==================== block 1
block_1/wires.png
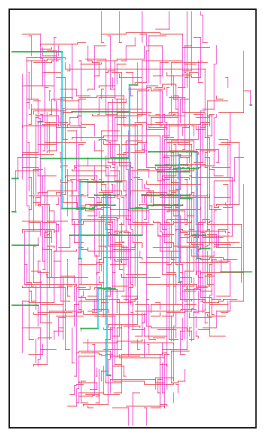

<file path="src/rtl/keypad_scan_controller.sv">
// rtl/keypad_scan_controller.sv - 4x3 keypad row scanner with frame debounce and valid/ack key output
module keypad_scan_controller #(
    parameter int SETTLE   = 2,
    parameter int DEBOUNCE = 4
) (
    input  logic       scanClock,
    input  logic       reset,
    input  logic [2:0] columns,
    output logic [3:0] rows,
    output logic [3:0] keyCode,
    output logic       keyValid,
    input  logic       keyAck,
    output logic       keyHeld,
    output logic       overrun
);
    typedef enum logic [1:0] {IDLE, PRESS_CAND, HELD, RELEASE_CAND} state_t;

    localparam logic [3:0] SETTLE_LAST = 4'(SETTLE - 1);
    localparam logic [3:0] DEB         = 4'(DEBOUNCE);

    state_t     state_q, state_d;
    logic [1:0] row_idx_q, row_idx_d;
    logic [3:0] dwell_q, dwell_d;
    logic       acc_any_q, acc_any_d;
    logic       acc_multi_q, acc_multi_d;
    logic [3:0] acc_code_q, acc_code_d;
    logic [3:0] cand_q, cand_d;
    logic [3:0] cnt_q, cnt_d;
    logic [3:0] rows_q, rows_d;
    logic [3:0] key_code_q, key_code_d;
    logic       key_valid_q, key_valid_d;
    logic       key_held_q, key_held_d;
    logic       overrun_q, overrun_d;

    logic       sample_edge, frame_close;
    logic       col_any, col_multi;
    logic [1:0] col_idx;
    logic [3:0] sample_code;
    logic       merged_any, merged_multi;
    logic [3:0] merged_code;
    logic       res_none, res_single;
    logic       press_evt, ack_take;

    always_comb begin
        sample_edge = (dwell_q == SETTLE_LAST);
        frame_close = sample_edge && (row_idx_q == 2'd3);

        col_any   = |columns;
        col_multi = (columns[0] & columns[1]) | (columns[0] & columns[2]) | (columns[1] & columns[2]);
        col_idx   = columns[0] ? 2'd0 : (columns[1] ? 2'd1 : 2'd2);

        // Rows 0..2 hold digits 1..9 in reading order; the bottom row is *, 0, #.
        if (row_idx_q != 2'd3) begin
            sample_code = {2'b00, row_idx_q} * 4'd3 + {2'b00, col_idx} + 4'd1;
        end else begin
            case (col_idx)
                2'd0:    sample_code = 4'hA;
                2'd1:    sample_code = 4'h0;
                default: sample_code = 4'hB;
            endcase
        end

        merged_any   = acc_any_q | col_any;
        merged_multi = acc_multi_q | col_multi | (acc_any_q & col_any);
        merged_code  = acc_any_q ? acc_code_q : sample_code;
        res_none     = !merged_any;
        res_single   = merged_any && !merged_multi;

        state_d     = state_q;
        row_idx_d   = row_idx_q;
        dwell_d     = dwell_q;
        acc_any_d   = acc_any_q;
        acc_multi_d = acc_multi_q;
        acc_code_d  = acc_code_q;
        cand_d      = cand_q;
        cnt_d       = cnt_q;
        rows_d      = rows_q;
        press_evt   = 1'b0;

        if (sample_edge) begin
            dwell_d     = 4'd0;
            row_idx_d   = row_idx_q + 2'd1;
            rows_d      = 4'b0001 << row_idx_d;
            acc_any_d   = frame_close ? 1'b0 : merged_any;
            acc_multi_d = frame_close ? 1'b0 : merged_multi;
            acc_code_d  = frame_close ? 4'd0 : merged_code;
        end else begin
            dwell_d = dwell_q + 4'd1;
        end

        if (frame_close) begin
            case (state_q)
                IDLE: begin
                    if (res_single) begin
                        cand_d = merged_code;
                        cnt_d  = 4'd1;
                        if (DEB == 4'd1) begin
                            state_d   = HELD;
                            press_evt = 1'b1;
                        end else begin
                            state_d = PRESS_CAND;
                        end
                    end
                end
                PRESS_CAND: begin
                    if (res_single && merged_code == cand_q) begin
                        cnt_d = cnt_q + 4'd1;
                        if (cnt_d == DEB) begin
                            state_d   = HELD;
                            press_evt = 1'b1;
                        end
                    end else if (res_single) begin
                        cand_d = merged_code;
                        cnt_d  = 4'd1;
                    end else begin
                        state_d = IDLE;
                    end
                end
                HELD: begin
                    if (res_none) begin
                        cnt_d   = 4'd1;
                        state_d = (DEB == 4'd1) ? IDLE : RELEASE_CAND;
                    end
                end
                default: begin
                    if (res_none) begin
                        cnt_d = cnt_q + 4'd1;
                        if (cnt_d == DEB) state_d = IDLE;
                    end else begin
                        state_d = HELD;
                    end
                end
            endcase
        end

        key_held_d = (state_d == HELD) || (state_d == RELEASE_CAND);

        // A press arriving with the same-edge ack replaces the pending key instead of overrunning.
        ack_take    = keyAck && key_valid_q;
        key_code_d  = key_code_q;
        key_valid_d = key_valid_q;
        overrun_d   = overrun_q;
        if (press_evt) begin
            if (!key_valid_q || ack_take) begin
                key_code_d  = cand_d;
                key_valid_d = 1'b1;
                overrun_d   = 1'b0;
            end else begin
                overrun_d = 1'b1;
            end
        end else if (ack_take) begin
            key_valid_d = 1'b0;
            overrun_d   = 1'b0;
        end
    end

    always_ff @(posedge scanClock) begin
        if (reset) begin
            state_q     <= IDLE;
            row_idx_q   <= 2'd0;
            dwell_q     <= 4'd0;
            acc_any_q   <= 1'b0;
            acc_multi_q <= 1'b0;
            acc_code_q  <= 4'd0;
            cand_q      <= 4'd0;
            cnt_q       <= 4'd0;
            rows_q      <= 4'b0001;
            key_code_q  <= 4'd0;
            key_valid_q <= 1'b0;
            key_held_q  <= 1'b0;
            overrun_q   <= 1'b0;
        end else begin
            state_q     <= state_d;
            row_idx_q   <= row_idx_d;
            dwell_q     <= dwell_d;
            acc_any_q   <= acc_any_d;
            acc_multi_q <= acc_multi_d;
            acc_code_q  <= acc_code_d;
            cand_q      <= cand_d;
            cnt_q       <= cnt_d;
            rows_q      <= rows_d;
            key_code_q  <= key_code_d;
            key_valid_q <= key_valid_d;
            key_held_q  <= key_held_d;
            overrun_q   <= overrun_d;
        end
    end

    assign rows     = rows_q;
    assign keyCode  = key_code_q;
    assign keyValid = key_valid_q;
    assign keyHeld  = key_held_q;
    assign overrun  = overrun_q;
endmodule

</file>
<file path="config.mk">
export PLATFORM = sky130hd
export DESIGN_NAME = keypad_scan_controller
export DESIGN_NICKNAME = d
export VERILOG_FILES = /design/src/rtl/keypad_scan_controller.sv
export SDC_FILE = /design/constraint.sdc
export NUM_CORES = 1
export LEC_CHECK = 0
export CAP_MARGIN = 20
export CORE_AREA = 2 2 48 83
export CTS_CLUSTER_SIZE = 30
export DETAILED_ROUTE_END_ITERATION = 8
export DIE_AREA = 0 0 50 85
export GPL_TIMING_DRIVEN = 0
export PLACE_DENSITY = 0.79
export SLEW_MARGIN = 20
export SYNTH_ARGS = -nofsm -noshare
export SYNTH_HDL_FRONTEND = slang
export SYNTH_SLANG_ARGS = --single-unit
</file>
<file path="constraint.sdc">
create_clock -name scanClock -period 7.9 [get_ports scanClock]
set_input_delay 0.79 -clock scanClock [delete_from_list [all_inputs] [get_ports scanClock]]
set_output_delay 0.79 -clock scanClock [all_outputs]
set_load 0.01 [all_outputs]
</file>
==================== block 2
### config.mk
export PLATFORM = sky130hd
export DESIGN_NAME = seg7_scan_ctrl
export DESIGN_NICKNAME = d
export VERILOG_FILES = /design/src/rtl/seg7_pkg.sv /design/src/rtl/hex7seg_dec.sv /design/src/rtl/seg7_scan_ctrl.sv
export SDC_FILE = /design/constraint.sdc
export NUM_CORES = 1
export LEC_CHECK = 0
export CORE_MARGIN = 2
export CORE_UTILIZATION = 30
export DETAILED_ROUTE_END_ITERATION = 16
export PLACE_DENSITY = 0.62
export SYNTH_ARGS = -nofsm -noshare
export SYNTH_HDL_FRONTEND = slang
export SYNTH_HIERARCHICAL = 1
export SYNTH_SLANG_ARGS = --single-unit
export TNS_END_PERCENT = 1
### constraint.sdc
create_clock -name fastclk -period 3.3 [get_ports fastclk]
set_input_delay 0.66 -clock fastclk [delete_from_list [all_inputs] [get_ports fastclk]]
set_output_delay 0.66 -clock fastclk [all_outputs]
set_load 0.005 [all_outputs]
### src/rtl/seg7_pkg.sv
// Shared constants for the 7-segment scan controller.
// Segment patterns are Pabcdefg, active-high.
package seg7_pkg;

    localparam logic [7:0] SEG_BLANK = 8'h00;

    localparam logic [7:0] HEX7_TABLE [16] = '{
        8'h7E, 8'h30, 8'h6D, 8'h79, 8'h33, 8'h5B, 8'h5F, 8'h70,
        8'h7F, 8'h7B, 8'h77, 8'h1F, 8'h4E, 8'h3D, 8'h4F, 8'h47
    };

endpackage

### src/rtl/hex7seg_dec.sv
// Combinational hex nibble to Pabcdefg segment pattern lookup.
module hex7seg_dec
    import seg7_pkg::*;
(
    input  logic [3:0] nibble_i,
    output logic [7:0] seg_o
);

    assign seg_o = HEX7_TABLE[nibble_i];

endmodule

### src/rtl/seg7_scan_ctrl.sv
// Multiplexed 7-segment scan controller: slot counter, dead time, PWM brightness and a
// shadow register that only reaches the display at frame boundaries.
module seg7_scan_ctrl
    import seg7_pkg::*;
#(
    parameter int unsigned NDIG        = 2,
    parameter int unsigned SLOT_LOG2   = 16,
    parameter int unsigned DEAD_CYCLES = 256,
    localparam int unsigned DIG_W      = (NDIG > 1) ? $clog2(NDIG) : 1
) (
    input  logic                fastclk,
    input  logic                rst_n,
    input  logic [4*NDIG-1:0]   din,
    input  logic                din_valid,
    output logic                din_ready,
    input  logic [3:0]          bright,
    output logic [7:0]          seg,
    output logic                seg_en,
    output logic [DIG_W-1:0]    digit,
    output logic                io_select,
    output logic                frame_tick
);

    localparam logic [DIG_W-1:0] LAST_DIG = DIG_W'(NDIG - 1);

    logic [SLOT_LOG2-1:0] cnt_q, cnt_d;
    logic [DIG_W-1:0]     digit_q, digit_d;
    logic [4*NDIG-1:0]    shadow_q, shadow_d;
    logic [4*NDIG-1:0]    active_q, active_d;
    logic                 empty_q, empty_d;
    logic [7:0]           seg_q, seg_d;
    logic                 seg_en_q, seg_en_d;
    logic                 io_select_q, io_select_d;
    logic                 frame_tick_q, frame_tick_d;

    logic                 slot_end;
    logic                 frame_end;
    logic [3:0]           nibble_d;
    logic [7:0]           dec_seg;

    hex7seg_dec u_dec (
        .nibble_i (nibble_d),
        .seg_o    (dec_seg)
    );

    always_comb begin
        slot_end  = &cnt_q;
        frame_end = slot_end && (digit_q == LAST_DIG);
        cnt_d     = cnt_q + SLOT_LOG2'(1);

        digit_d = digit_q;
        if (slot_end) begin
            digit_d = (digit_q == LAST_DIG) ? '0 : digit_q + DIG_W'(1);
        end

        // Shadow is never full while accepting, so apply and capture cannot collide.
        shadow_d = shadow_q;
        active_d = active_q;
        empty_d  = empty_q;
        if (frame_end && !empty_q) begin
            active_d = shadow_q;
            empty_d  = 1'b1;
        end
        if (din_valid && empty_q) begin
            shadow_d = din;
            empty_d  = 1'b0;
        end

        // Outputs are computed from next-state so every pin is a plain flop.
        nibble_d = '0;
        for (int unsigned i = 0; i < NDIG; i++) begin
            if (digit_d == DIG_W'(i)) begin
                nibble_d = active_d[4*(NDIG-1-i) +: 4];
            end
        end

        seg_en_d = (cnt_d >= SLOT_LOG2'(DEAD_CYCLES)) &&
                   (cnt_d[SLOT_LOG2-1 -: 4] < bright);
        seg_d        = seg_en_d ? dec_seg : SEG_BLANK;
        io_select_d  = digit_d[0];
        frame_tick_d = (&cnt_d) && (digit_d == LAST_DIG);
    end

    always_ff @(posedge fastclk or negedge rst_n) begin
        if (!rst_n) begin
            cnt_q        <= '0;
            digit_q      <= '0;
            shadow_q     <= '0;
            active_q     <= '0;
            empty_q      <= 1'b1;
            seg_q        <= SEG_BLANK;
            seg_en_q     <= 1'b0;
            io_select_q  <= 1'b0;
            frame_tick_q <= 1'b0;
        end else begin
            cnt_q        <= cnt_d;
            digit_q      <= digit_d;
            shadow_q     <= shadow_d;
            active_q     <= active_d;
            empty_q      <= empty_d;
            seg_q        <= seg_d;
            seg_en_q     <= seg_en_d;
            io_select_q  <= io_select_d;
            frame_tick_q <= frame_tick_d;
        end
    end

    assign seg        = seg_q;
    assign seg_en     = seg_en_q;
    assign digit      = digit_q;
    assign io_select  = io_select_q;
    assign frame_tick = frame_tick_q;
    assign din_ready  = empty_q;

endmodule

==================== block 3
===== src/rtl/fetch_pkg.sv =====
// Shared fetch/decode definitions: HALT opcode, fetch FSM encoding, instruction field layout.
package fetch_pkg;

   localparam logic [3:0] OPC_HALT = 4'hF;
   localparam int         INSTR_W  = 16;

   typedef enum logic [1:0] {
      ST_IDLE  = 2'd0,
      ST_FETCH = 2'd1,
      ST_HALT  = 2'd2
   } fetch_state_e;

   // Field layout seen by decode: [15:12] opcode, [11:8] src1, [7:4] src2, [3:0] dest.
   typedef struct packed {
      logic [3:0] opcode;
      logic [3:0] src1;
      logic [3:0] src2;
      logic [3:0] dest;
   } instr_t;

endpackage


===== src/rtl/fetch_queue.sv =====
// DEPTH-entry instruction FIFO with synchronous flush; head reads zero while empty.
module fetch_queue #(
   parameter int DEPTH = 4,
   parameter int DW    = 24
) (
   input  logic                     clk,
   input  logic                     rst_n,
   input  logic                     flush,
   input  logic                     push,
   input  logic [DW-1:0]            push_data,
   input  logic                     pop,
   output logic [$clog2(DEPTH):0]   count,
   output logic [DW-1:0]            head
);

   localparam int PW = $clog2(DEPTH);

   logic [DW-1:0] mem [DEPTH];
   logic [PW-1:0] rd_ptr;
   logic [PW-1:0] wr_ptr;

   always_ff @(posedge clk or negedge rst_n) begin
      if (!rst_n) begin
         rd_ptr <= '0;
         wr_ptr <= '0;
         count  <= '0;
      end else if (flush) begin
         rd_ptr <= '0;
         wr_ptr <= '0;
         count  <= '0;
      end else begin
         if (push) wr_ptr <= wr_ptr + 1'b1;
         if (pop)  rd_ptr <= rd_ptr + 1'b1;
         if (push && !pop)      count <= count + 1'b1;
         else if (!push && pop) count <= count - 1'b1;
      end
   end

   always_ff @(posedge clk) begin
      if (push && !flush) mem[wr_ptr] <= push_data;
   end

   assign head = (count != '0) ? mem[rd_ptr] : '0;

endmodule


===== src/rtl/fetch_unit.sv =====
// Instruction fetch: owns the PC, issues 1-cycle-latency reads, queues results for decode.
// Optional FETCH_PERF_EN adds saturating transfer/stall counters.
module fetch_unit
   import fetch_pkg::*;
#(
   parameter int                ADDR_W   = 8,
   parameter int                DEPTH    = 4,
   parameter logic [ADDR_W-1:0] RESET_PC = '0
) (
   input  logic              i_clk,
   input  logic              i_rst_n,
   input  logic              i_start,
   output logic              o_imem_req,
   output logic [ADDR_W-1:0] o_imem_addr,
   input  logic [15:0]       i_imem_rdata,
   output logic              o_valid,
   input  logic              i_ready,
   output logic [15:0]       o_instruction,
   output logic [ADDR_W-1:0] o_pc,
   input  logic              i_redirect,
   input  logic [ADDR_W-1:0] i_redirect_pc,
   output logic              o_halted
`ifdef FETCH_PERF_EN
   ,
   output logic [15:0]       o_perf_fetched,
   output logic [15:0]       o_perf_stall
`endif
);

   localparam int CW = $clog2(DEPTH) + 1;
   localparam int DW = ADDR_W + INSTR_W;

   fetch_state_e      state, state_next;
   logic [ADDR_W-1:0] pc, pc_next, resp_pc;
   logic              inflight;
   logic [CW-1:0]     count;
   logic [DW-1:0]     head;
   logic              redir, push, pop, issue, resp_halt;
   instr_t            resp_instr;

   assign resp_instr = instr_t'(i_imem_rdata);
   assign redir      = i_redirect && (state != ST_IDLE);
   assign push       = inflight && !redir;
   assign resp_halt  = push && (resp_instr.opcode == OPC_HALT);
   assign o_valid    = (count != '0);
   assign pop        = o_valid && i_ready && !redir;

   // Credit uses registered occupancy only, so a same-cycle pop never opens a slot.
   assign issue = (state == ST_FETCH) && !redir && !resp_halt &&
                  ((count + CW'(inflight)) < CW'(DEPTH));

   always_comb begin
      state_next = state;
      pc_next    = pc;
      if (redir) begin
         state_next = ST_FETCH;
         pc_next    = i_redirect_pc;
      end else begin
         case (state)
            ST_IDLE:  if (i_start) state_next = ST_FETCH;
            ST_FETCH: if (resp_halt) state_next = ST_HALT;
            ST_HALT:  state_next = ST_HALT;
            default:  state_next = ST_IDLE;
         endcase
         if (resp_halt)  pc_next = resp_pc + 1'b1;
         else if (issue) pc_next = pc + 1'b1;
      end
   end

   always_ff @(posedge i_clk or negedge i_rst_n) begin
      if (!i_rst_n) begin
         state    <= ST_IDLE;
         pc       <= RESET_PC;
         inflight <= 1'b0;
         resp_pc  <= '0;
      end else begin
         state    <= state_next;
         pc       <= pc_next;
         inflight <= issue;
         if (issue) resp_pc <= pc;
      end
   end

   fetch_queue #(.DEPTH(DEPTH), .DW(DW)) u_queue (
      .clk       (i_clk),
      .rst_n     (i_rst_n),
      .flush     (redir),
      .push      (push),
      .push_data ({resp_pc, resp_instr}),
      .pop       (pop),
      .count     (count),
      .head      (head)
   );

   assign o_imem_req    = issue;
   assign o_imem_addr   = pc;
   assign o_instruction = head[INSTR_W-1:0];
   assign o_pc          = head[DW-1:INSTR_W];
   assign o_halted      = (state == ST_HALT);

`ifdef FETCH_PERF_EN
   always_ff @(posedge i_clk or negedge i_rst_n) begin
      if (!i_rst_n) begin
         o_perf_fetched <= '0;
         o_perf_stall   <= '0;
      end else begin
         if (o_valid && i_ready && (o_perf_fetched != 16'hFFFF))
            o_perf_fetched <= o_perf_fetched + 16'd1;
         if (o_valid && !i_ready && (o_perf_stall != 16'hFFFF))
            o_perf_stall <= o_perf_stall + 16'd1;
      end
   end
`endif

endmodule


===== config.mk =====
export PLATFORM = sky130hd
export DESIGN_NAME = fetch_unit
export DESIGN_NICKNAME = d
export VERILOG_FILES = /design/src/rtl/fetch_pkg.sv /design/src/rtl/fetch_queue.sv /design/src/rtl/fetch_unit.sv
export SDC_FILE = /design/constraint.sdc
export NUM_CORES = 1
export LEC_CHECK = 0
export CORE_MARGIN = 5
export CORE_UTILIZATION = 35
export DETAILED_ROUTE_END_ITERATION = 10
export GPL_ROUTABILITY_DRIVEN = 0
export GPL_TIMING_DRIVEN = 0
export SYNTH_ARGS = -nofsm -noshare
export SYNTH_HDL_FRONTEND = slang
export SYNTH_SLANG_ARGS = --single-unit

===== constraint.sdc =====
create_clock -name i_clk -period 3.6 [get_ports i_clk]
set_input_delay 0.54 -clock i_clk [delete_from_list [all_inputs] [get_ports i_clk]]
set_output_delay 0.54 -clock i_clk [all_outputs]
set_load 0.02 [all_outputs]


## Gallery

Cell outlines without signal wires.
(a)
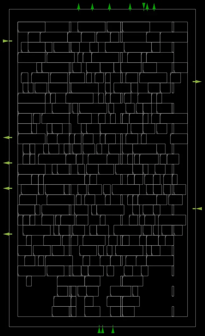
(b)
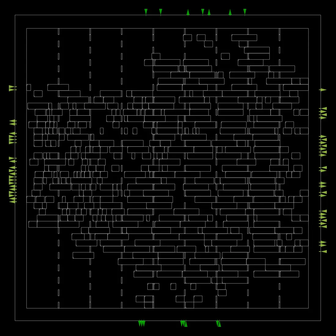
(c)
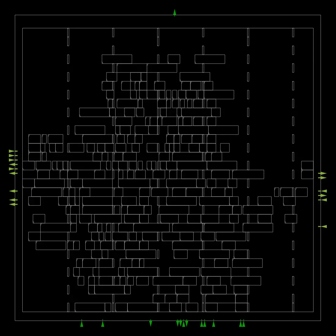
- (c) = block 2
- (a) = block 1
- (b) = block 3
- fewest sequential cells: (a)

block_3/placement_by_type.png
Fill, decap, tap and diode cells in grey.
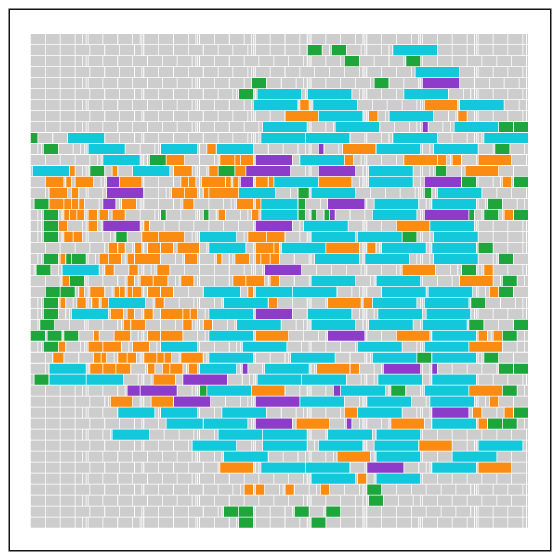
legend:
  orange:
    class: combinational and other logic
    cells: 183
    share_of_their_area: 26%
  purple:
    class: clock drivers and dummy loads
    cells: 32
    share_of_their_area: 9.2%
  green:
    class: other buffers and delay cells
    cells: 78
    share_of_their_area: 11%
  cyan:
    class: flops
    cells: 122
    share_of_their_area: 54%

==> flow_summary.json, block 3 <==
{
  "status": "completed",
  "n_fill_cell": 1332,
  "sw_frac_of_total_pct": 32.5,
  "cts_buffers": 17,
  "total_power_mw": 6.19,
  "hold_slack_ns": 0.146,
  "grt_max_degree": 27,
  "clock_buffers": 19,
  "regArea_um2": 3530,
  "synth-main-ff-cell": "edfxtp_1",
  "syn_avg_cell_area_um2": 16.7,
  "maxSlewViolCount": 0,
  "finalWirelength_mm": 10.8,
  "drive_gt1_share_pct": 19.3,
  "cp.depth": 5,
  "largest_register_ffs": 96,
  "post-route-period-util_pct": 87.5,
  "synth-compound-area-share_pct": 4.37,
  "global_route.usage.met2_pct": 20.6,
  "dr.pass1.iters": 5,
  "largestClassByArea": "sequential cells",
  "endpoint_kind": "output port",
  "h-tree-depth": 4,
  "antenna_found_initial": 0,
  "synth_cell_types": 51,
  "synth_area_um2": 5360
}
## block 3: cells in the mapped netlist (all sizes together) (2+ instances only)
master	count	area, µm²
xor2	3	26.3
buf	10	68.8
nor2	8	30.0
and2	26	163
mux4	24	541
xnor2	10	95.1
mux2	10	143
nand3	9	70.1
nand2b	2	12.5
or3	2	12.5
ha	8	100
nor3b	2	20.0
nand2	11	58.8
mux2i	7	70.1
a31oi	6	43.8
o22ai	3	18.8
clkbuf	5	18.8
edfxtp	96	2880
inv	8	30.0
and4	2	17.5
and3	8	50.1
a21oi	8	40.0
nor3	3	20.0
dfrtp	26	651
o2111ai	2	17.5
o21ai	10	53.8
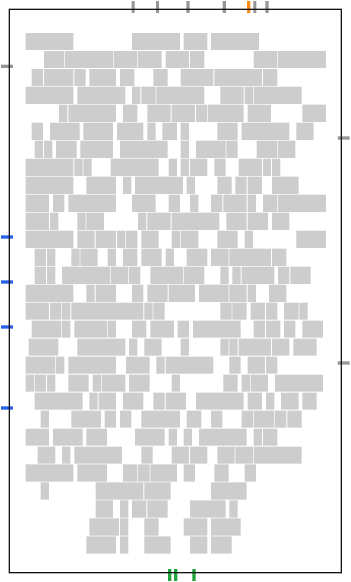
block_1/io_placement.png
Pins as bars across the die edge, other pins in grey.
legend:
  green:
    port: columns
    pins: 3
    direction: input
    edge: bottom
  orange:
    port: keyAck
    pins: 1
    direction: input
    edge: top
  blue:
    port: rows
    pins: 4
    direction: output
    edge: left

Notes on block_1/wires.png above:
legend:
  green:
    layer: metal 3
    wire_length: 165 µm
  magenta:
    layer: metal 2
    wire_length: 2750 µm
  cyan:
    layer: metal 4
    wire_length: 165 µm
  red:
    layer: metal 1
    wire_length: 1830 µm

==> flow_summary.json, block 1 <==
{
  "power_density_nw_per_um2": 202,
  "gp_congestion": 0.822,
  "grt_pass1_vias": 1806,
  "warning_count": 31,
  "arrival_ns": 3.57,
  "design.seq.count": 33,
  "wl_met2_mm": 2.75,
  "critPathMaxFanout": 10,
  "ys_cells": 245,
  "async_flop_share_pct": 0,
  "die_y_um": 85,
  "synth_top_area_share_pct": 31.0,
  "rr_startpoint": "row_idx_q[0]",
  "top_cell": "dfxtp_1",
  "grtUsageMet3_pct": 5.63,
  "status": "completed",
  "yosysWarnings": 0,
  "coreArea_um2": 3590,
  "path_class": "in2reg",
  "hold_depth": 2,
  "total_power_mw": 0.495
}
block 1: per-stage QoR:
step                utilization (%)  cells
detailed placement             64.9    305
CTS                            68.1    313
global placement               64.9    305
finish                         68.1    313
global route                   68.1    313
floorplan                         -    245
block 1: power by group:
part / switching (mW) / internal (mW)
registers: 0.0109 / 0.177
clock network: 0.0620 / 0.103
logic: 0.0865 / 0.0566
block 1: sequential cells by signal, indices dropped and copies added (netlist names), 2 cells and up:
name and flops:
row_idx_q 2, acc_code_q 4, dwell_q 4, keyCode 4, rows 4, cnt_q 4
state_q 2, cand_q 4
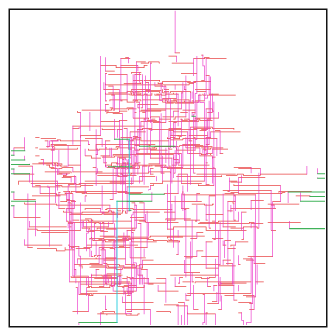
block_2/wires.png
legend:
  green:
    layer: metal 3
    wire_length: 120 µm
  red:
    layer: metal 1
    wire_length: 2520 µm
  magenta:
    layer: metal 2
    wire_length: 2210 µm
  cyan:
    layer: metal 4
    wire_length: 57.1 µm

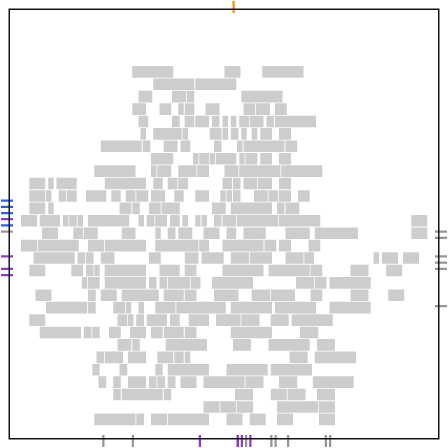
block_2/io_placement.png
Pins as bars across the die edge, other pins in grey.
legend:
  blue:
    port: bright
    pins: 4
    direction: input
    edge: left
  orange:
    port: frame_tick
    pins: 1
    direction: output
    edge: top
  purple:
    port: seg
    pins: 8
    direction: output
    edge: 4 bottom, 4 left

==> flow_summary.json, block 2 <==
{
  "ant_nets": 0,
  "fp_util_pct": 31.1,
  "status": "completed",
  "final_hold_viol_count": 0,
  "grtUsageTotal_pct": 11.8,
  "final_area_um2": 3120,
  "top_cells_by_count": "dfrtp_1, mux2_2, a21oi_1, inv_1, nand2_1",
  "hold_depth": 1,
  "diodes": 0,
  "power_density_nw_per_um2": 318,
  "rrSetupSlack_ns": 0.07,
  "final_util_pct": 40.2,
  "post-route-drc-count": 0,
  "cp-startpoint": "cnt_q[0]",
  "wl_met2_mm": 2.21,
  "drt_iter0_drc": 97,
  "global_route.usage.met2_pct": 18.0,
  "ys_cells": 221,
  "cap_violations": 0
}
## block 2: sequential cells by signal, indices dropped and copies added (netlist names)
name        count
active_q        8
cnt_q          16
din_ready       1
frame_tick      1
io_select       1
seg             8
seg_en          1
shadow_q        8
## block 2: cell type report
type                       instances  area, µm²  share of cell area (%)
clock buffer                       5       68.8                    2.20
clock inverter                     3       47.5                    1.52
inverter                          14       57.6                    1.84
multi-input combinational        156       1260                    40.3
sequential                        44       1100                    35.3
tap                              102        128                    4.09
timing repair buffer              53        460                    14.7

==================== block 4
block_4/clk_routes.png
The bar under the picture is 50 µm long.
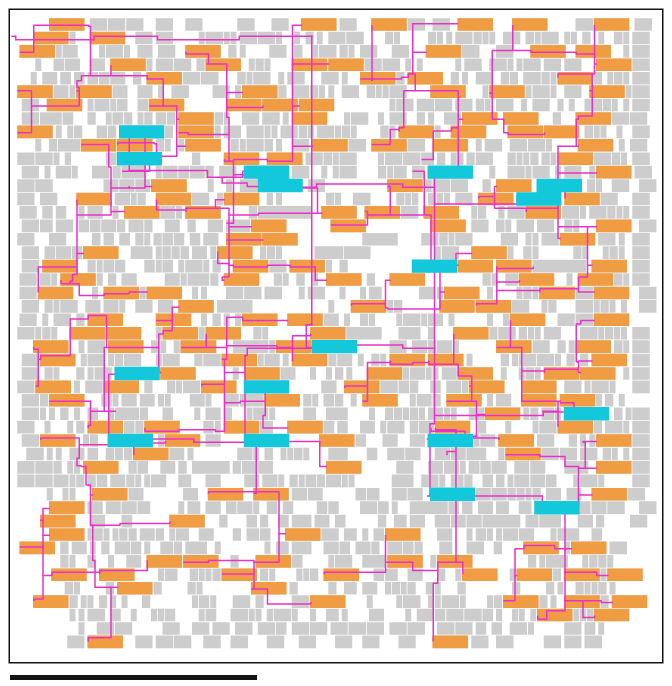

--- src/rtl/xor_mon_pkg.sv ---
// Shared types and constants for the XOR result monitor.
package xor_mon_pkg;

  typedef enum logic [1:0] {
    ST_IDLE = 2'd0,
    ST_RUN  = 2'd1,
    ST_DONE = 2'd2
  } mon_state_t;

  // Bit positions inside first_fail_kind
  localparam int unsigned KIND_BAD_BIT  = 0;
  localparam int unsigned KIND_GOOD_BIT = 1;

endpackage

--- src/rtl/sat_counter.sv ---
// Saturating up-counter with synchronous clear; clear wins over increment.
module sat_counter #(
  parameter int unsigned WIDTH = 16
) (
  input  logic             clk,
  input  logic             rst,
  input  logic             clr,
  input  logic             inc,
  output logic [WIDTH-1:0] count
);

  // Count up on inc, hold at all-ones instead of wrapping
  always_ff @(posedge clk) begin
    if (rst || clr) begin
      count <= '0;
    end else if (inc && (count != '1)) begin
      count <= count + 1'b1;
    end
  end

endmodule

--- src/rtl/xor_result_monitor.sv ---
// Collects bad/good flags over a run of vectors and captures the first failure.
module xor_result_monitor
  import xor_mon_pkg::*;
#(
  parameter int unsigned CNT_W = 16,
  parameter int unsigned IDX_W = 32
) (
  input  logic             clk,
  input  logic             rst,
  input  logic             start,
  input  logic [IDX_W-1:0] num_vectors,
  input  logic             in_valid,
  input  logic [63:0]      x,
  input  logic             badness,
  input  logic             goodness,
  output logic             busy,
  output logic             done,
  output logic             pass,
  output logic [IDX_W-1:0] vec_count,
  output logic [CNT_W-1:0] bad_count,
  output logic [CNT_W-1:0] good_count,
  output logic             first_fail_valid,
  output logic [63:0]      first_fail_x,
  output logic [IDX_W-1:0] first_fail_idx,
  output logic [1:0]       first_fail_kind
);

  mon_state_t       state, state_next;
  logic [IDX_W-1:0] num_lat;
  logic             start_ok;
  logic             accept;
  logic             last_accept;
  logic             capture;

  // start is honoured only outside RUN; in_valid only inside RUN
  assign start_ok = start && (state != ST_RUN);
  assign accept   = (state == ST_RUN) && in_valid;
  // Compare against num_lat-1 so a full-range vector count cannot overflow
  assign last_accept = accept && (vec_count == (num_lat - 1'b1));
  assign capture     = accept && (badness || goodness) && !first_fail_valid;

  // State register
  always_ff @(posedge clk) begin
    if (rst) begin
      state <= ST_IDLE;
    end else begin
      state <= state_next;
    end
  end

  // Next-state logic
  always_comb begin
    state_next = state;
    unique case (state)
      ST_IDLE, ST_DONE: begin
        if (start) begin
          state_next = (num_vectors != '0) ? ST_RUN : ST_DONE;
        end
      end
      ST_RUN: begin
        if (last_accept) begin
          state_next = ST_DONE;
        end
      end
      default: state_next = ST_IDLE;
    endcase
  end

  // Status outputs decoded from state and counts
  always_comb begin
    busy = (state == ST_RUN);
    done = (state == ST_DONE);
    pass = (state == ST_DONE) && (bad_count == '0) && (good_count == '0);
  end

  // Run length latch, vector index and first-failure capture
  always_ff @(posedge clk) begin
    if (rst) begin
      num_lat          <= '0;
      vec_count        <= '0;
      first_fail_valid <= 1'b0;
      first_fail_x     <= '0;
      first_fail_idx   <= '0;
      first_fail_kind  <= '0;
    end else if (start_ok) begin
      num_lat          <= num_vectors;
      vec_count        <= '0;
      first_fail_valid <= 1'b0;
      first_fail_x     <= '0;
      first_fail_idx   <= '0;
      first_fail_kind  <= '0;
    end else begin
      if (accept) begin
        vec_count <= vec_count + 1'b1;
      end
      if (capture) begin
        first_fail_valid                <= 1'b1;
        first_fail_x                    <= x;
        first_fail_idx                  <= vec_count;
        first_fail_kind[KIND_BAD_BIT]   <= badness;
        first_fail_kind[KIND_GOOD_BIT]  <= goodness;
      end
    end
  end

  sat_counter #(.WIDTH(CNT_W)) u_bad_cnt (
    .clk   (clk),
    .rst   (rst),
    .clr   (start_ok),
    .inc   (accept && badness),
    .count (bad_count)
  );

  sat_counter #(.WIDTH(CNT_W)) u_good_cnt (
    .clk   (clk),
    .rst   (rst),
    .clr   (start_ok),
    .inc   (accept && goodness),
    .count (good_count)
  );

endmodule
--- config.mk ---
export PLATFORM = sky130hd
export DESIGN_NAME = xor_result_monitor
export DESIGN_NICKNAME = d
export VERILOG_FILES = /design/src/rtl/xor_mon_pkg.sv /design/src/rtl/sat_counter.sv /design/src/rtl/xor_result_monitor.sv
export SDC_FILE = /design/constraint.sdc
export NUM_CORES = 1
export LEC_CHECK = 0
export ABC_AREA = 0
export CAP_MARGIN = 20
export CORE_UTILIZATION = 51
export CTS_CLUSTER_DIAMETER = 100
export DETAILED_ROUTE_END_ITERATION = 6
export PLACE_DENSITY_LB_ADDON = 0.15
export SETUP_SLACK_MARGIN = 0.1
export SYNTH_ARGS = -nofsm -noshare
export SYNTH_HDL_FRONTEND = slang
export SYNTH_SLANG_ARGS = --single-unit
--- constraint.sdc ---
create_clock -name clk -period 3.56 [get_ports clk]
set_input_delay 0.712 -clock clk [delete_from_list [all_inputs] [get_ports clk]]
set_output_delay 0.712 -clock clk [all_outputs]
set_load 0.005 [all_outputs]
==================== block 5
$ cat config.mk
export PLATFORM = sky130hd
export DESIGN_NAME = rs232_tx_arbiter
export DESIGN_NICKNAME = d
export VERILOG_FILES = /design/src/rtl/rs232_pkg.sv /design/src/rtl/rs232_fifo.sv /design/src/rtl/rs232_tx_arbiter.sv
export SDC_FILE = /design/constraint.sdc
export NUM_CORES = 1
export LEC_CHECK = 0
export CORE_ASPECT_RATIO = 1.1
export CORE_MARGIN = 2
export CORE_UTILIZATION = 60
export DETAILED_ROUTE_END_ITERATION = 8
export HOLD_SLACK_MARGIN = 0.05
export PLACE_DENSITY = 0.89
export SLEW_MARGIN = 10
export SYNTH_ARGS = -nofsm -noshare
export SYNTH_HDL_FRONTEND = slang
export SYNTH_HIERARCHICAL = 1
export SYNTH_SLANG_ARGS = --single-unit
$ cat constraint.sdc
create_clock -name clk -period 7.39 [get_ports clk]
set_input_delay 1.1085 -clock clk [delete_from_list [all_inputs] [get_ports clk]]
set_output_delay 1.1085 -clock clk [all_outputs]
set_load 0.02 [all_outputs]
$ cat src/rtl/rs232_pkg.sv
// rs232_pkg -- shared types and constants for the RS232 transmit arbiter.
//   tx_state_t : drain FSM states (IDLE, LOAD, GUARD, BUSY)
//   req_id_t   : requester id (0 = CPU I/O register, 1 = debug monitor)
//   DEF_DEPTH / DEF_CNTW : default FIFO depth and statistics counter width
//   TAG_W      : source-tag bits stored per FIFO entry (1 only when
//                RS232_TX_ARBITER_STATS_EN is defined, else 0)
`timescale 1ns/1ps
package rs232_pkg;

    localparam int DEF_DEPTH = 16;
    localparam int DEF_CNTW  = 16;
    localparam int DATA_W    = 8;

`ifdef RS232_TX_ARBITER_STATS_EN
    localparam int TAG_W = 1;
`else
    localparam int TAG_W = 0;
`endif

    typedef enum logic [1:0] {
        IDLE,
        LOAD,
        GUARD,
        BUSY
    } tx_state_t;

    typedef logic req_id_t;

endpackage

$ cat src/rtl/rs232_fifo.sv
// rs232_fifo -- synchronous FIFO holding byte + optional source tag.
//   Parameters: DEPTH (power of two), DW (data bits), TAGW (tag bits, may be 0)
//   clk, rst     : clock, asynchronous active-high reset
//   push, wdata  : write an entry (ignored when full)
//   pop, rdata   : rdata shows the head entry combinationally; pop advances it
//                  (ignored when empty)
//   count        : entries held, 0..DEPTH
//   full, empty  : decoded from the registered count
`timescale 1ns/1ps
module rs232_fifo #(
    parameter int DEPTH = 16,
    parameter int DW    = 8,
    parameter int TAGW  = 0
) (
    input  logic                     clk,
    input  logic                     rst,
    input  logic                     push,
    input  logic [DW+TAGW-1:0]       wdata,
    input  logic                     pop,
    output logic [DW+TAGW-1:0]       rdata,
    output logic [$clog2(DEPTH):0]   count,
    output logic                     full,
    output logic                     empty
);

    localparam int AW = $clog2(DEPTH);
    localparam int CW = AW + 1;
    localparam int EW = DW + TAGW;

    logic [EW-1:0] mem [DEPTH];
    logic [AW-1:0] wr_ptr;
    logic [AW-1:0] rd_ptr;
    logic          do_push;
    logic          do_pop;

    assign full    = (count == CW'(DEPTH));
    assign empty   = (count == '0);
    assign do_push = push & ~full;
    assign do_pop  = pop & ~empty;
    assign rdata   = mem[rd_ptr];

    // Storage carries no reset: contents are only visible through rd_ptr
    // once count says they were written.
    always_ff @(posedge clk) begin
        if (do_push)
            mem[wr_ptr] <= wdata;
    end

    // DEPTH is a power of two, so pointer overflow is the modulo wrap.
    always_ff @(posedge clk or posedge rst) begin
        if (rst) begin
            wr_ptr <= '0;
            rd_ptr <= '0;
            count  <= '0;
        end else begin
            if (do_push)
                wr_ptr <= wr_ptr + 1'b1;
            if (do_pop)
                rd_ptr <= rd_ptr + 1'b1;
            unique case ({do_push, do_pop})
                2'b10:   count <= count + 1'b1;
                2'b01:   count <= count - 1'b1;
                default: count <= count;
            endcase
        end
    end

endmodule

$ cat src/rtl/rs232_tx_arbiter.sv
// rs232_tx_arbiter -- two-port round-robin arbiter + FIFO + drain FSM in
// front of the RS232 transmitter.
//   clk, rst                  : 25 MHz clock, asynchronous active-high reset
//   reqN_valid/data/ready     : producer byte handshakes (N = 0, 1)
//   tx_start, tx_data         : one-cycle start pulse and byte to transmitter
//   tx_rdy                    : transmitter idle
//   fifo_count                : bytes queued
//   idle                      : FIFO empty, FSM idle and transmitter idle
//   cnt0, cnt1                : bytes sent per requester, only when
//                               RS232_TX_ARBITER_STATS_EN is defined
`timescale 1ns/1ps
module rs232_tx_arbiter
    import rs232_pkg::*;
#(
    parameter int DEPTH = DEF_DEPTH,
    parameter int CNTW  = DEF_CNTW
) (
    input  logic                   clk,
    input  logic                   rst,
    input  logic                   req0_valid,
    input  logic [7:0]             req0_data,
    output logic                   req0_ready,
    input  logic                   req1_valid,
    input  logic [7:0]             req1_data,
    output logic                   req1_ready,
    output logic                   tx_start,
    output logic [7:0]             tx_data,
    input  logic                   tx_rdy,
    output logic [$clog2(DEPTH):0] fifo_count,
    output logic                   idle
`ifdef RS232_TX_ARBITER_STATS_EN
   ,output logic [CNTW-1:0]        cnt0,
    output logic [CNTW-1:0]        cnt1
`endif
);

    localparam int EW = DATA_W + TAG_W;

    if (DEPTH < 2 || DEPTH > 256 || (DEPTH & (DEPTH - 1)) != 0 || CNTW < 1) begin : g_bad_param
        $error("rs232_tx_arbiter: DEPTH must be a power of two in 2..256 and CNTW >= 1");
    end

    logic          full;
    logic          empty;
    logic          gnt0;
    logic          gnt1;
    logic          push;
    logic          pop;
    logic [EW-1:0] wdata;
    logic [EW-1:0] rdata;
    req_id_t       prio;
    tx_state_t     state;
    tx_state_t     state_nx;

    // ---------------------------------------------------------------
    // Arbitration: full comes from the registered count, so a pop in the
    // same cycle never lets a push through early.
    // ---------------------------------------------------------------
    assign gnt0       = ~full & req0_valid & (~prio | ~req1_valid);
    assign gnt1       = ~full & req1_valid & ( prio | ~req0_valid);
    assign push       = gnt0 | gnt1;
    assign req0_ready = gnt0;
    assign req1_ready = gnt1;

`ifdef RS232_TX_ARBITER_STATS_EN
    assign wdata = {req_id_t'(gnt1), (gnt0 ? req0_data : req1_data)};
`else
    assign wdata = gnt0 ? req0_data : req1_data;
`endif

    // Priority passes to the other requester after every grant.
    always_ff @(posedge clk or posedge rst) begin
        if (rst)
            prio <= 1'b0;
        else if (push)
            prio <= ~prio;
    end

    rs232_fifo #(
        .DEPTH (DEPTH),
        .DW    (DATA_W),
        .TAGW  (TAG_W)
    ) u_fifo (
        .clk   (clk),
        .rst   (rst),
        .push  (push),
        .wdata (wdata),
        .pop   (pop),
        .rdata (rdata),
        .count (fifo_count),
        .full  (full),
        .empty (empty)
    );

    // ---------------------------------------------------------------
    // Drain FSM. IDLE only leaves on a registered non-empty count, so a
    // byte pushed into an empty FIFO is never popped in the same cycle.
    // GUARD covers the cycle where the transmitter still reports rdy after
    // accepting start.
    // ---------------------------------------------------------------
    always_ff @(posedge clk or posedge rst) begin
        if (rst)
            state <= IDLE;
        else
            state <= state_nx;
    end

    always_comb begin
        state_nx = state;
        tx_start = 1'b0;
        tx_data  = 8'h00;
        pop      = 1'b0;
        unique case (state)
            IDLE: begin
                if (~empty & tx_rdy)
                    state_nx = LOAD;
            end
            LOAD: begin
                tx_start = 1'b1;
                tx_data  = rdata[DATA_W-1:0];
                pop      = 1'b1;
                state_nx = GUARD;
            end
            GUARD: begin
                state_nx = BUSY;
            end
            BUSY: begin
                if (tx_rdy)
                    state_nx = IDLE;
            end
            default: state_nx = IDLE;
        endcase
    end

    assign idle = empty & (state == IDLE) & tx_rdy;

`ifdef RS232_TX_ARBITER_STATS_EN
    // Count on the popped entry's tag; counters wrap at 2^CNTW.
    req_id_t pop_src;
    assign pop_src = rdata[DATA_W];

    always_ff @(posedge clk or posedge rst) begin
        if (rst) begin
            cnt0 <= '0;
            cnt1 <= '0;
        end else if (pop) begin
            if (pop_src)
                cnt1 <= cnt1 + 1'b1;
            else
                cnt0 <= cnt0 + 1'b1;
        end
    end
`endif

endmodule
block_5/placement.png
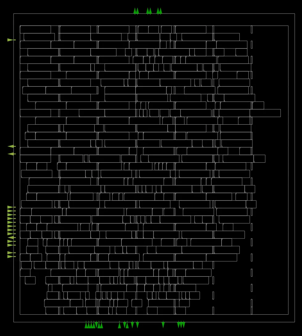
Tap Cells: 120
Layout Cells excl Fill: 547

==> flow_summary.json, block 5 <==
{
  "final_common_cell": "edfxtp_1",
  "status": "completed",
  "hold_class": "reg2reg",
  "ant_nets": 0,
  "finalWirelength_mm": 13.8,
  "holdPathEnd": "u_fifo/count[4]",
  "cp_top_family": "buffers and inverters",
  "slowest_delay_ns": 0.78,
  "dp_cells": 515,
  "holdBufCountCts": 0,
  "crit_required_ns": 6.28,
  "ys_cells": 374,
  "ys.flops": 144,
  "grt_pass1_wl_mm": 21.2,
  "setup_violations": 0,
  "cts_sinks": 144,
  "num_rows": 38,
  "path_class": "reg2out",
  "hold_slack_ns": 0.528,
  "wl_per_cell_um": 25.2,
  "largestClassByArea": "sequential cells",
  "worst_slew_pin_slew_ns": 1.24,
  "fp_util_pct": 62.2,
  "total_power_mw": 3.08,
  "endpoint_kind": "output port",
  "drt_iter0_drc": 682,
  "post-route-drc-count": 0,
  "final_area_um2": 7150,
  "regArea_um2": 4250
}
[block 5: metal layers]
| metal | up-vias | routed length (µm) | share of wire [%] |
|---|---|---|---|
| met3 | 50 | 1630 | 12 |
| met1 | 1764 | 4840 | 35 |
| li1 | 1508 | - | - |
| met5 | - | 0 | 0 |
| met4 | 0 | 512 | 3.7 |
| met2 | 284 | 6810 | 49 |
[block 5: sequential cells by signal, indices dropped and copies added, names as in the netlist]
register / cells
prio: 1
state: 2
u_fifo/count: 5
u_fifo/mem: 128
u_fifo/rd_ptr: 4
u_fifo/wr_ptr: 4
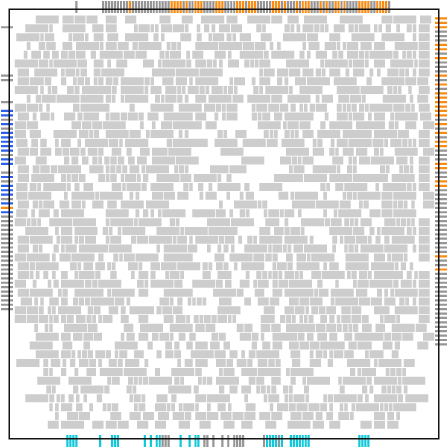
block_4/io_placement.png
Pins as bars across the die edge, other pins in grey.
legend:
  orange:
    port: first_fail_x
    pins: 64
    direction: output
    edge: 39 top, 24 right, 1 left
  cyan:
    port: num_vectors
    pins: 32
    direction: input
    edge: bottom
  blue:
    port: good_count
    pins: 16
    direction: output
    edge: left
all pins by edge: 98 top, 75 right, 49 left, 46 bottom

About block_4/clk_routes.png:
legend:
  magenta:
    item: clock wires
    length: 2220 µm
  cyan:
    item: clock drivers
    count: 17
  orange:
    item: flip-flops
    count: 197
flops lie: widely spread
routed clock nets: 18

==> flow_summary.json, block 4 <==
{
  "combGateArea_um2": 4420,
  "post-place-ws_ns": 0.699,
  "power_switching_mw": 1.18,
  "worst_slew_pin_slew_ns": 0.603,
  "cts.clk_slew.worst_paths_ns": 0.07,
  "pwr-share-clk_pct": 40.9,
  "ys_cells": 1091,
  "cts_sinks": 197,
  "die_y_um": 132,
  "final_hold_viol_count": 0,
  "max-slew-margin-rel_pct": 59.6,
  "ant_nets": 0,
  "maxSlewViolCount": 0,
  "h-tree-depth": 4,
  "via_count": 8392,
  "diodes": 0,
  "hold_class": "reg2reg",
  "use_met1_pct": 36.5,
  "wl_met3_mm": 1.86,
  "status": "completed",
  "synth-main-ff-cell": "dfxtp_1",
  "dr.pass1.iters": 5,
  "wl_per_cell_um": 16.1,
  "slowest_delay_ns": 0.51,
  "warning_count": 28,
  "start_kind": "flip-flop",
  "holdBufCountCts": 0,
  "yosys-top-cells-area": "dfxtp_1, nand2_1, a21oi_1, xor2_1, xnor2_1",
  "ff2ff_path_depth": 6,
  "max_freq_mhz": 346
}
## block 4: path summary, 6_finish.rpt
kind | slack [ns] | from | to
setup / recovery | 0.67 | u_bad_cnt.count[0] | pass
hold / removal | 0.45 | first_fail_x[56] | first_fail_x[56]
setup reg to reg | 0.88 | num_lat[4] | state[0]
hold reg to reg | 0.45 | first_fail_x[56] | first_fail_x[56]
## block 4: area by class of cell
cell class	instances	share of cell area (%)
Sequential cell	197	32.5
Timing Repair Buffer	281	23.3
Tap cell	220	2.27
Inverter	13	0.402
Clock inverter	9	0.970
Clock buffer	22	4.07
Multi-Input combinational cell	817	36.5


==> layout pictures side by side <==
Clock wires, drivers and flops.
shot_01.png
The bar under the picture is 20 µm long.
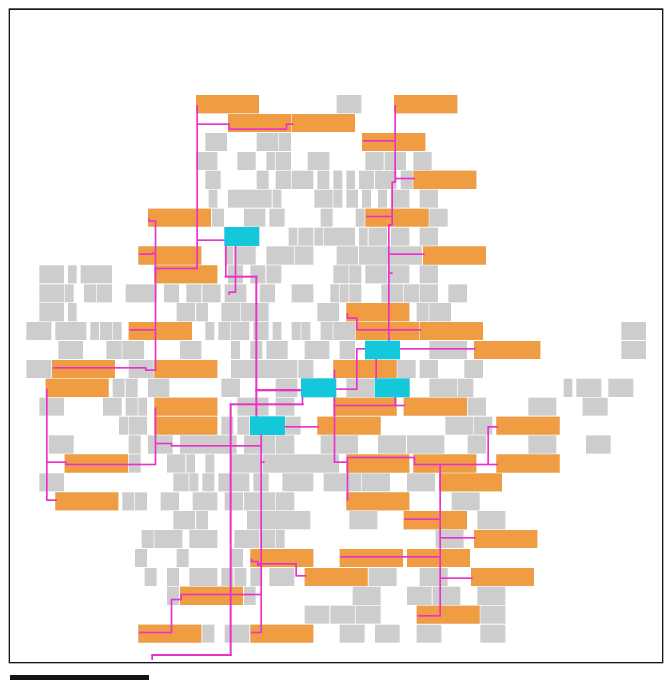
shot_02.png
The bar under the picture is 50 µm long.
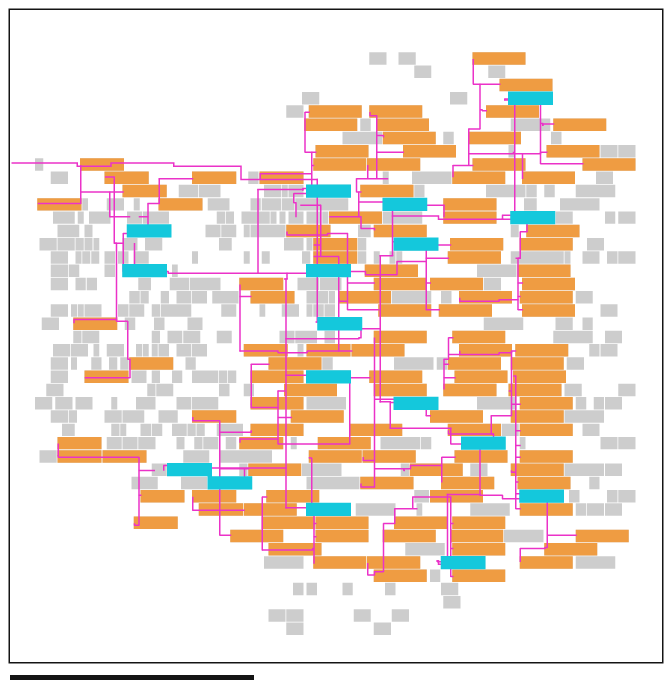
shot_03.png
The bar under the picture is 20 µm long.
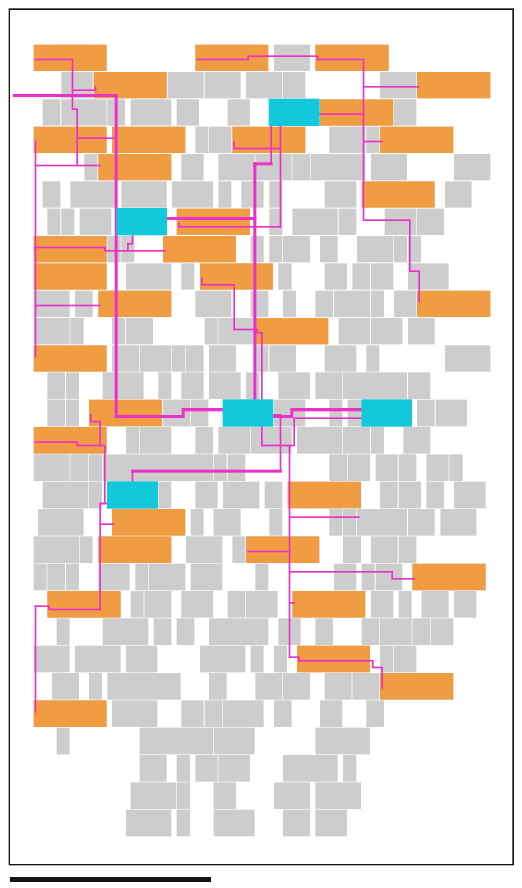
shot_04.png
The bar under the picture is 20 µm long.
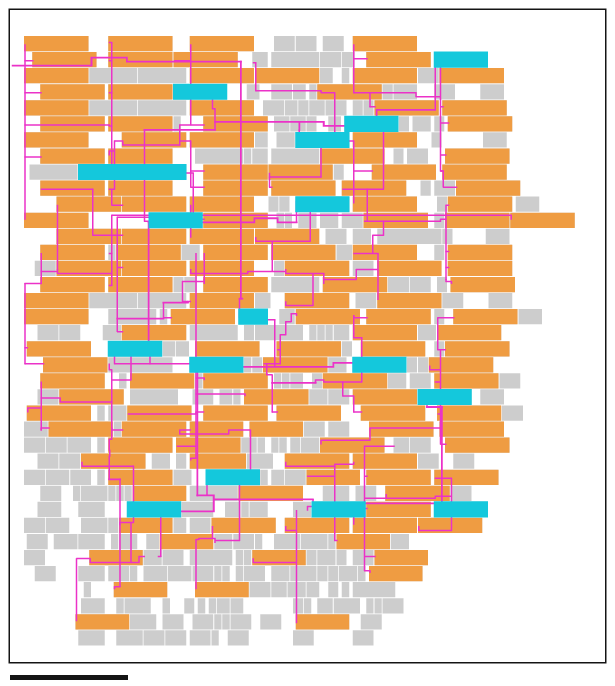
Of these, most sequential cells: shot_04.png
Of these, largest die: shot_02.png
| picture | from |
|---|---|
| shot_03.png | block 1 |
| shot_01.png | block 2 |
| shot_02.png | block 3 |
| shot_04.png | block 5 |

Key to shot_04.png:
legend:
  cyan:
    item: clock drivers
    count: 17
  orange:
    item: flip-flops
    count: 144
  magenta:
    item: clock wires
    length: 1580 µm
routed clock nets: 18


==> screenshots <==
Metal layers overlaid.
picture 1
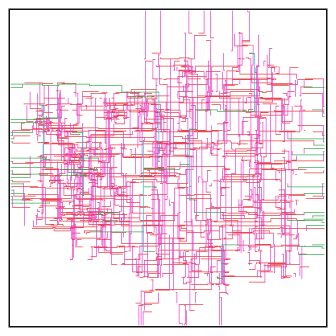
picture 2
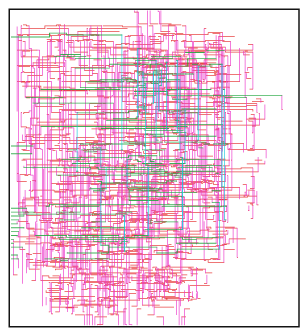
picture 3
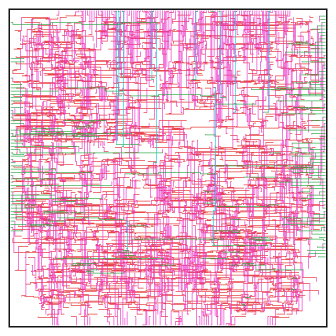
Picture 3 is block 4.
Picture 2 is block 5.
Picture 1 is block 3.
Of these, least wire: picture 1
Of these, most wire: picture 3

Power figures rest on the tool's default switching activity, not on a simulated workload.
